######## design 1 ########
**Design 1: metal 2**

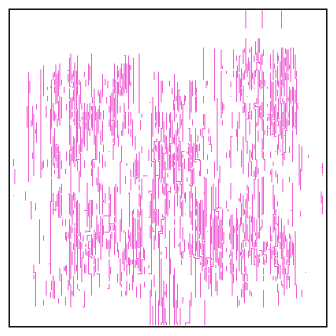

**src/rtl/pmod_link_channels.sv**
```systemverilog
// rtl/pmod_link_channels.sv - PMOD inter-board link: registered tx pins, synchronised/filtered/edge-detected rx pins
//
// Purpose:
//   Drives CHANNELS local control bits onto registered header pins and receives
//   CHANNELS remote bits. Each rx wire goes through a SYNC_STAGES synchroniser,
//   then a glitch filter that accepts a change only after FILTER_CYCLES stable
//   cycles, then an edge detector. A startup counter holds rx_valid low (and
//   masks edge pulses) until the rx path has had time to settle after reset.
//
// Configuration macro:
//   LINK_STICKY_EN  - when defined, rx_sticky latches rx_rise per channel until
//                     cleared by sticky_clr (set wins). When undefined, rx_sticky
//                     is tied to 0 and sticky_clr is ignored.
//
// Ports:
//   clk         in   1         system clock, all flops on rising edge
//   rst_n       in   1         asynchronous active-low reset
//   tx_data     in   CHANNELS  local bits to send
//   tx_pins     out  CHANNELS  registered copy of tx_data
//   rx_pins     in   CHANNELS  raw asynchronous remote wires
//   rx_data     out  CHANNELS  filtered remote levels
//   rx_rise     out  CHANNELS  1-cycle pulse on accepted 0->1 change
//   rx_fall     out  CHANNELS  1-cycle pulse on accepted 1->0 change
//   rx_valid    out  1         rx path settled since reset
//   sticky_clr  in   CHANNELS  per-channel clear of rx_sticky
//   rx_sticky   out  CHANNELS  latched rise events

module pmod_link_channels #(
  parameter int CHANNELS      = 4,
  parameter int SYNC_STAGES   = 2,
  parameter int FILTER_CYCLES = 65000
) (
  input  logic                clk,
  input  logic                rst_n,
  input  logic [CHANNELS-1:0] tx_data,
  output logic [CHANNELS-1:0] tx_pins,
  input  logic [CHANNELS-1:0] rx_pins,
  output logic [CHANNELS-1:0] rx_data,
  output logic [CHANNELS-1:0] rx_rise,
  output logic [CHANNELS-1:0] rx_fall,
  output logic                rx_valid,
  input  logic [CHANNELS-1:0] sticky_clr,
  output logic [CHANNELS-1:0] rx_sticky
);

  localparam int FCW = $clog2(FILTER_CYCLES + 1);
  localparam int SCW = $clog2(SYNC_STAGES + FILTER_CYCLES + 1);
  localparam logic [FCW-1:0] FILT_LAST  = FCW'(FILTER_CYCLES - 1);
  localparam logic [SCW-1:0] START_LAST = SCW'(SYNC_STAGES + FILTER_CYCLES - 1);

  typedef enum logic [0:0] {COUNTING = 1'b0, VALID = 1'b1} state_t;

  state_t   state_q, state_d;
  logic [SCW-1:0] start_cnt_q, start_cnt_d;

  logic [CHANNELS-1:0][SYNC_STAGES-1:0] sync_q;
  logic [CHANNELS-1:0][FCW-1:0]         filt_cnt;
  logic [CHANNELS-1:0]                  sync_s;
  logic [CHANNELS-1:0]                  accept;

  // TX path: plain register, no filtering.
  always_ff @(posedge clk or negedge rst_n) begin
    if (!rst_n) tx_pins <= '0;
    else        tx_pins <= tx_data;
  end

  // Per-channel synchroniser chain; bit 0 takes the raw pin.
  always_ff @(posedge clk or negedge rst_n) begin
    if (!rst_n) begin
      sync_q <= '0;
    end else begin
      for (int i = 0; i < CHANNELS; i++)
        sync_q[i] <= {sync_q[i][SYNC_STAGES-2:0], rx_pins[i]};
    end
  end

  // A change is accepted on the cycle its counter has already seen
  // FILTER_CYCLES-1 disagreeing cycles, so the total hold is FILTER_CYCLES.
  always_comb begin
    sync_s = '0;
    accept = '0;
    for (int i = 0; i < CHANNELS; i++) begin
      sync_s[i] = sync_q[i][SYNC_STAGES-1];
      accept[i] = (sync_s[i] != rx_data[i]) && (filt_cnt[i] == FILT_LAST);
    end
  end

  always_ff @(posedge clk or negedge rst_n) begin
    if (!rst_n) begin
      filt_cnt <= '0;
      rx_data  <= '0;
      rx_rise  <= '0;
      rx_fall  <= '0;
    end else begin
      for (int i = 0; i < CHANNELS; i++) begin
        if (sync_s[i] == rx_data[i]) begin
          filt_cnt[i] <= '0;
        end else if (accept[i]) begin
          rx_data[i]  <= sync_s[i];
          filt_cnt[i] <= '0;
        end else begin
          filt_cnt[i] <= filt_cnt[i] + FCW'(1);
        end
      end
      // Edges are masked until settled so lines already high at power-up
      // do not look like presses.
      rx_rise <= accept &  sync_s & {CHANNELS{rx_valid}};
      rx_fall <= accept & ~sync_s & {CHANNELS{rx_valid}};
    end
  end

  // Startup sequencer: count to SYNC_STAGES+FILTER_CYCLES edges, then stay VALID.
  always_ff @(posedge clk or negedge rst_n) begin
    if (!rst_n) begin
      state_q     <= COUNTING;
      start_cnt_q <= '0;
    end else begin
      state_q     <= state_d;
      start_cnt_q <= start_cnt_d;
    end
  end

  always_comb begin
    state_d     = state_q;
    start_cnt_d = start_cnt_q;
    case (state_q)
      COUNTING: begin
        if (start_cnt_q == START_LAST) state_d = VALID;
        else                           start_cnt_d = start_cnt_q + SCW'(1);
      end
      VALID:   state_d = VALID;
      default: state_d = COUNTING;
    endcase
  end

  assign rx_valid = (state_q == VALID);

`ifdef LINK_STICKY_EN
  // Set comes from the registered rise pulse, so a clear issued in the same
  // cycle the game logic sees rx_rise loses to the new event.
  always_ff @(posedge clk or negedge rst_n) begin
    if (!rst_n) rx_sticky <= '0;
    else        rx_sticky <= rx_rise | (rx_sticky & ~sticky_clr);
  end
`else
  logic [CHANNELS-1:0] sticky_clr_unused;
  assign sticky_clr_unused = sticky_clr;
  assign rx_sticky         = '0;
`endif

endmodule

```
**config.mk**
```make
export PLATFORM = sky130hd
export DESIGN_NAME = pmod_link_channels
export DESIGN_NICKNAME = d
export VERILOG_FILES = /design/src/rtl/pmod_link_channels.sv
export SDC_FILE = /design/constraint.sdc
export NUM_CORES = 1
export LEC_CHECK = 0
export ABC_AREA = 1
export CAP_MARGIN = 20
export CORE_MARGIN = 5
export CORE_UTILIZATION = 59
export CTS_BUF_LIST = sky130_fd_sc_hd__clkbuf_16
export DETAILED_ROUTE_END_ITERATION = 12
export PLACE_DENSITY = 0.82
export SYNTH_ARGS = -nofsm -noshare
export SYNTH_HDL_FRONTEND = slang
export SYNTH_SLANG_ARGS = --single-unit
export TNS_END_PERCENT = 5
```
**constraint.sdc**
```tcl
create_clock -name clk -period 2.13 [get_ports clk]
set_clock_uncertainty 0.15 [all_clocks]
set_input_delay 0.426 -clock clk [delete_from_list [all_inputs] [get_ports clk]]
set_output_delay 0.426 -clock clk [all_outputs]
set_load 0.02 [all_outputs]
```
######## design 2 ########
==> src/rtl/uart_rx_fifo.sv <==
// uart_rx_fifo: 16x-oversampling UART receiver feeding a show-ahead FIFO.
// Define UART_RX_PARITY_EN to expect one even-parity bit after the data bits.
`timescale 1ns/1ps
module uart_rx_fifo #(
  parameter int CLK_HZ     = 24000000,
  parameter int BAUD       = 9600,
  parameter int DATA_BITS  = 8,
  parameter int FIFO_DEPTH = 16
) (
  input  logic                        clk,
  input  logic                        reset,
  input  logic                        RxD,
  input  logic                        rd_en,
  output logic [DATA_BITS-1:0]        dout,
  output logic                        empty,
  output logic                        full,
  output logic [$clog2(FIFO_DEPTH):0] count,
  output logic                        frame_err,
  output logic                        overrun
);
  localparam int DIV   = CLK_HZ / (BAUD * 16);
  localparam int DIV_W = (DIV > 1) ? $clog2(DIV) : 1;
  localparam int PTR_W = $clog2(FIFO_DEPTH);

  localparam logic [2:0] S_IDLE   = 3'd0;
  localparam logic [2:0] S_START  = 3'd1;
  localparam logic [2:0] S_DATA   = 3'd2;
  localparam logic [2:0] S_STOP   = 3'd3;
  localparam logic [2:0] S_WAIT   = 3'd4;
`ifdef UART_RX_PARITY_EN
  localparam logic [2:0] S_PARITY = 3'd5;
  logic                  par_ok;
`endif

  logic                 rx_p0, rx_p1, rx_p2;
  logic [2:0]           state;
  logic [DIV_W-1:0]     div_cnt;
  logic [3:0]           tick_cnt;
  logic [3:0]           bit_cnt;
  logic [DATA_BITS-1:0] shreg;
  logic                 wr_pend;
  logic                 tick, fall, mid;
  logic [DATA_BITS-1:0] mem [FIFO_DEPTH];
  logic [PTR_W-1:0]     wr_ptr, rd_ptr;
  logic                 do_rd, do_wr;

  assign tick = (div_cnt == DIV_W'(DIV - 1));
  assign fall = rx_p2 & ~rx_p1;
  assign mid  = tick & (tick_cnt == 4'd15);

  // Stage p0/p1: metastability synchroniser; p2 holds the previous level for edge detect
  always_ff @(posedge clk or posedge reset) begin
    if (reset) begin
      rx_p0 <= 1'b1;
      rx_p1 <= 1'b1;
      rx_p2 <= 1'b1;
    end else begin
      rx_p0 <= RxD;
      rx_p1 <= rx_p0;
      rx_p2 <= rx_p1;
    end
  end

  always_ff @(posedge clk or posedge reset) begin
    if (reset)
      div_cnt <= '0;
    else if ((state == S_IDLE && fall) || tick)
      div_cnt <= '0;
    else
      div_cnt <= div_cnt + 1'b1;
  end

  always_ff @(posedge clk or posedge reset) begin
    if (reset) begin
      state     <= S_IDLE;
      tick_cnt  <= '0;
      bit_cnt   <= '0;
      wr_pend   <= 1'b0;
      frame_err <= 1'b0;
    end else begin
      wr_pend   <= 1'b0;
      frame_err <= 1'b0;
      if (tick) tick_cnt <= tick_cnt + 1'b1;
      case (state)
        S_IDLE:
          if (fall) begin
            state    <= S_START;
            tick_cnt <= '0;
          end
        S_START:
          // Re-phase the tick counter so every later sample lands mid-bit
          if (tick && tick_cnt == 4'd7) begin
            tick_cnt <= '0;
            bit_cnt  <= '0;
            state    <= rx_p1 ? S_IDLE : S_DATA;
          end
        S_DATA:
          if (mid) begin
            bit_cnt <= bit_cnt + 1'b1;
            if (bit_cnt == 4'(DATA_BITS - 1))
`ifdef UART_RX_PARITY_EN
              state <= S_PARITY;
`else
              state <= S_STOP;
`endif
          end
`ifdef UART_RX_PARITY_EN
        S_PARITY:
          if (mid) state <= S_STOP;
`endif
        S_STOP:
          if (mid) begin
            if (!rx_p1) begin
              frame_err <= 1'b1;
              state     <= S_WAIT;
            end else begin
`ifdef UART_RX_PARITY_EN
              if (par_ok) wr_pend <= 1'b1;
              else frame_err <= 1'b1;
`else
              wr_pend <= 1'b1;
`endif
              state <= S_IDLE;
            end
          end
        S_WAIT:
          if (rx_p1) state <= S_IDLE;
        default:
          state <= S_IDLE;
      endcase
    end
  end

  assign do_rd = rd_en & ~empty;
  assign do_wr = wr_pend & (~full | do_rd);

  always_ff @(posedge clk) begin
    if (state == S_DATA && mid) shreg <= {rx_p1, shreg[DATA_BITS-1:1]};
`ifdef UART_RX_PARITY_EN
    if (state == S_PARITY && mid) par_ok <= ~((^shreg) ^ rx_p1);
`endif
    if (do_wr) mem[wr_ptr] <= shreg;
  end

  always_ff @(posedge clk or posedge reset) begin
    if (reset) begin
      wr_ptr  <= '0;
      rd_ptr  <= '0;
      count   <= '0;
      overrun <= 1'b0;
    end else begin
      if (do_wr) wr_ptr <= wr_ptr + 1'b1;
      if (do_rd) rd_ptr <= rd_ptr + 1'b1;
      if (wr_pend && full && !do_rd) overrun <= 1'b1;
      count <= count + (PTR_W + 1)'(do_wr) - (PTR_W + 1)'(do_rd);
    end
  end

  assign empty = (count == '0);
  assign full  = (count == (PTR_W + 1)'(FIFO_DEPTH));
  assign dout  = empty ? '0 : mem[rd_ptr];

endmodule

==> config.mk <==
export PLATFORM = sky130hd
export DESIGN_NAME = uart_rx_fifo
export DESIGN_NICKNAME = d
export VERILOG_FILES = /design/src/rtl/uart_rx_fifo.sv
export SDC_FILE = /design/constraint.sdc
export NUM_CORES = 1
export LEC_CHECK = 0
export ABC_AREA = 1
export CAP_MARGIN = 20
export CORE_AREA = 2 2 133 135
export CTS_CLUSTER_SIZE = 16
export DETAILED_ROUTE_END_ITERATION = 6
export DIE_AREA = 0 0 135 137
export PLACE_DENSITY_LB_ADDON = 0.2
export RECOVER_POWER = 100
export SKIP_LAST_GASP = 1
export SYNTH_ARGS = -nofsm -noshare
export SYNTH_HDL_FRONTEND = slang
export SYNTH_SLANG_ARGS = --single-unit
==> constraint.sdc <==
create_clock -name clk -period 2.4 [get_ports clk]
set_input_delay 0.48 -clock clk [delete_from_list [all_inputs] [get_ports clk]]
set_output_delay 0.48 -clock clk [all_outputs]
set_load 0.02 [all_outputs]
**Design 1: met1 routing**

Cells faint in the background.
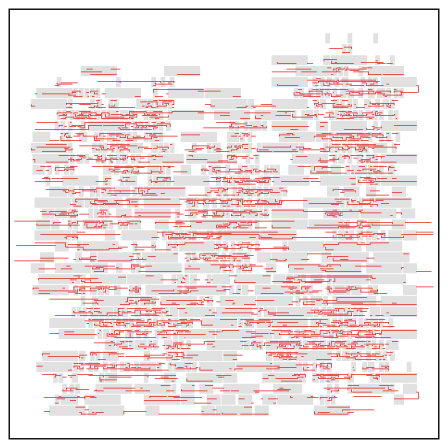
share of all routed wire: 43%
nets with wire on the layer: 714
wire length on this layer: 4640 um
longest straight run: 29.4 um

Notes on 'metal 2' of design 1 above:
longest straight run: 37.1 um
main direction: vertical
nets with wire on the layer: 613
share of all routed wire: 51%

==> results.sh, design 1 <==
# physical design summary
export IMPL_rrSetupSlack_ns=0.32
export IMPL_grt_pass1_wl_um=19500
export IMPL_clkCellAreaFrac=0.0491
export IMPL_largest_reg_flops=64
export IMPL_topRoutingLayerUsed="met4"
export IMPL_setup_viol=0
export IMPL_grt_max_degree=55
export IMPL_tool_warnings=31
export IMPL_fin_nets=762
export IMPL_layout_area_comb_sq_mm=0.00244
export IMPL_p_sw_uw=868
export IMPL_cts_sinks=105
export IMPL_numPortBuffers=26
export IMPL_drc=0
export IMPL_largest_area_cell="dfrtp_1"
export IMPL_layout_top_cell="nand2_1"
export IMPL_drv_cap=0
export IMPL_tap_cells=111
export IMPL_startpoint="rx_data[0]"
export IMPL_crit_buf_inv=1
export IMPL_r2r_end="start_cnt_q[8]"
export IMPL_status="complete, no violations"
export IMPL_swShare=0.224
**Design 2: metal 3**

Cells faint in the background.
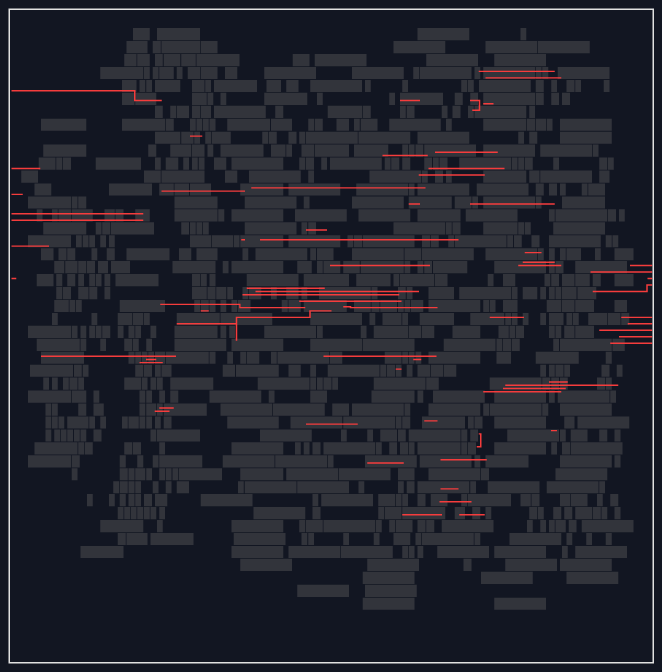
longest straight run: 41.4 um
wire length on this layer: 807 um
main direction: horizontal
nets with wire on the layer: 54

**Design 2: met4 routing**

Scale bar: 50 um. Cells faint in the background.
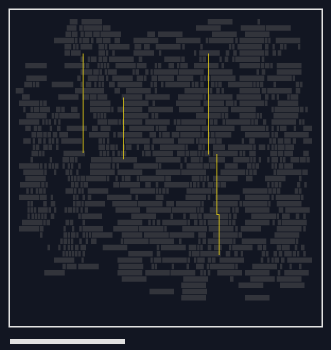
share of all routed wire: 0.93%
main direction: vertical
longest straight run: 43.5 um
wire length on this layer: 157 um
nets with wire on the layer: 2

==> results.sh, design 2 <==
# physical design summary
export IMPL_worstReg2RegStart="count[2]"
export IMPL_comb_share=0.250
export IMPL_buf_share=0.0916
export IMPL_seq_share=0.542
export IMPL_failed_checks="design-rule violations, negative setup slack"
export IMPL_chipWidth_um=135
export IMPL_wl_met2_um=8530
export IMPL_ff_type="edfxtp_1"
export IMPL_status="finished with violations"
export IMPL_setup_slack_ns=-0.00676
export IMPL_largest_area_cell="edfxtp_1"
export IMPL_drv_cap=0
export IMPL_signal_buffers=75
export IMPL_worstHoldEndpoint="rx_p1"
export IMPL_setup_viol=2
export IMPL_synthCells=709
export IMPL_crit_path_end="dout[5]"
export IMPL_ys_sh_xor=0.0127
export IMPL_drive_above_1_share=0.202
export IMPL_drc=2
export IMPL_slowest_stage="dfrtp_2"

## Gallery

Congestion heat map.
panel A
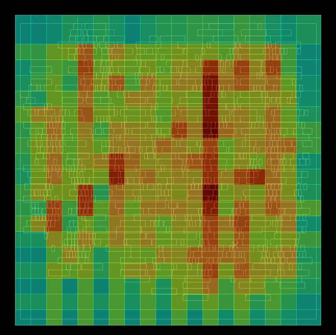
panel B
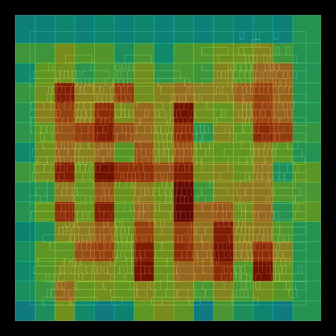
| picture | from |
|---|---|
| panel B | design 1 |
| panel A | design 2 |
The one with the highest utilization is panel B.
The one with the most wire per cell is panel A.


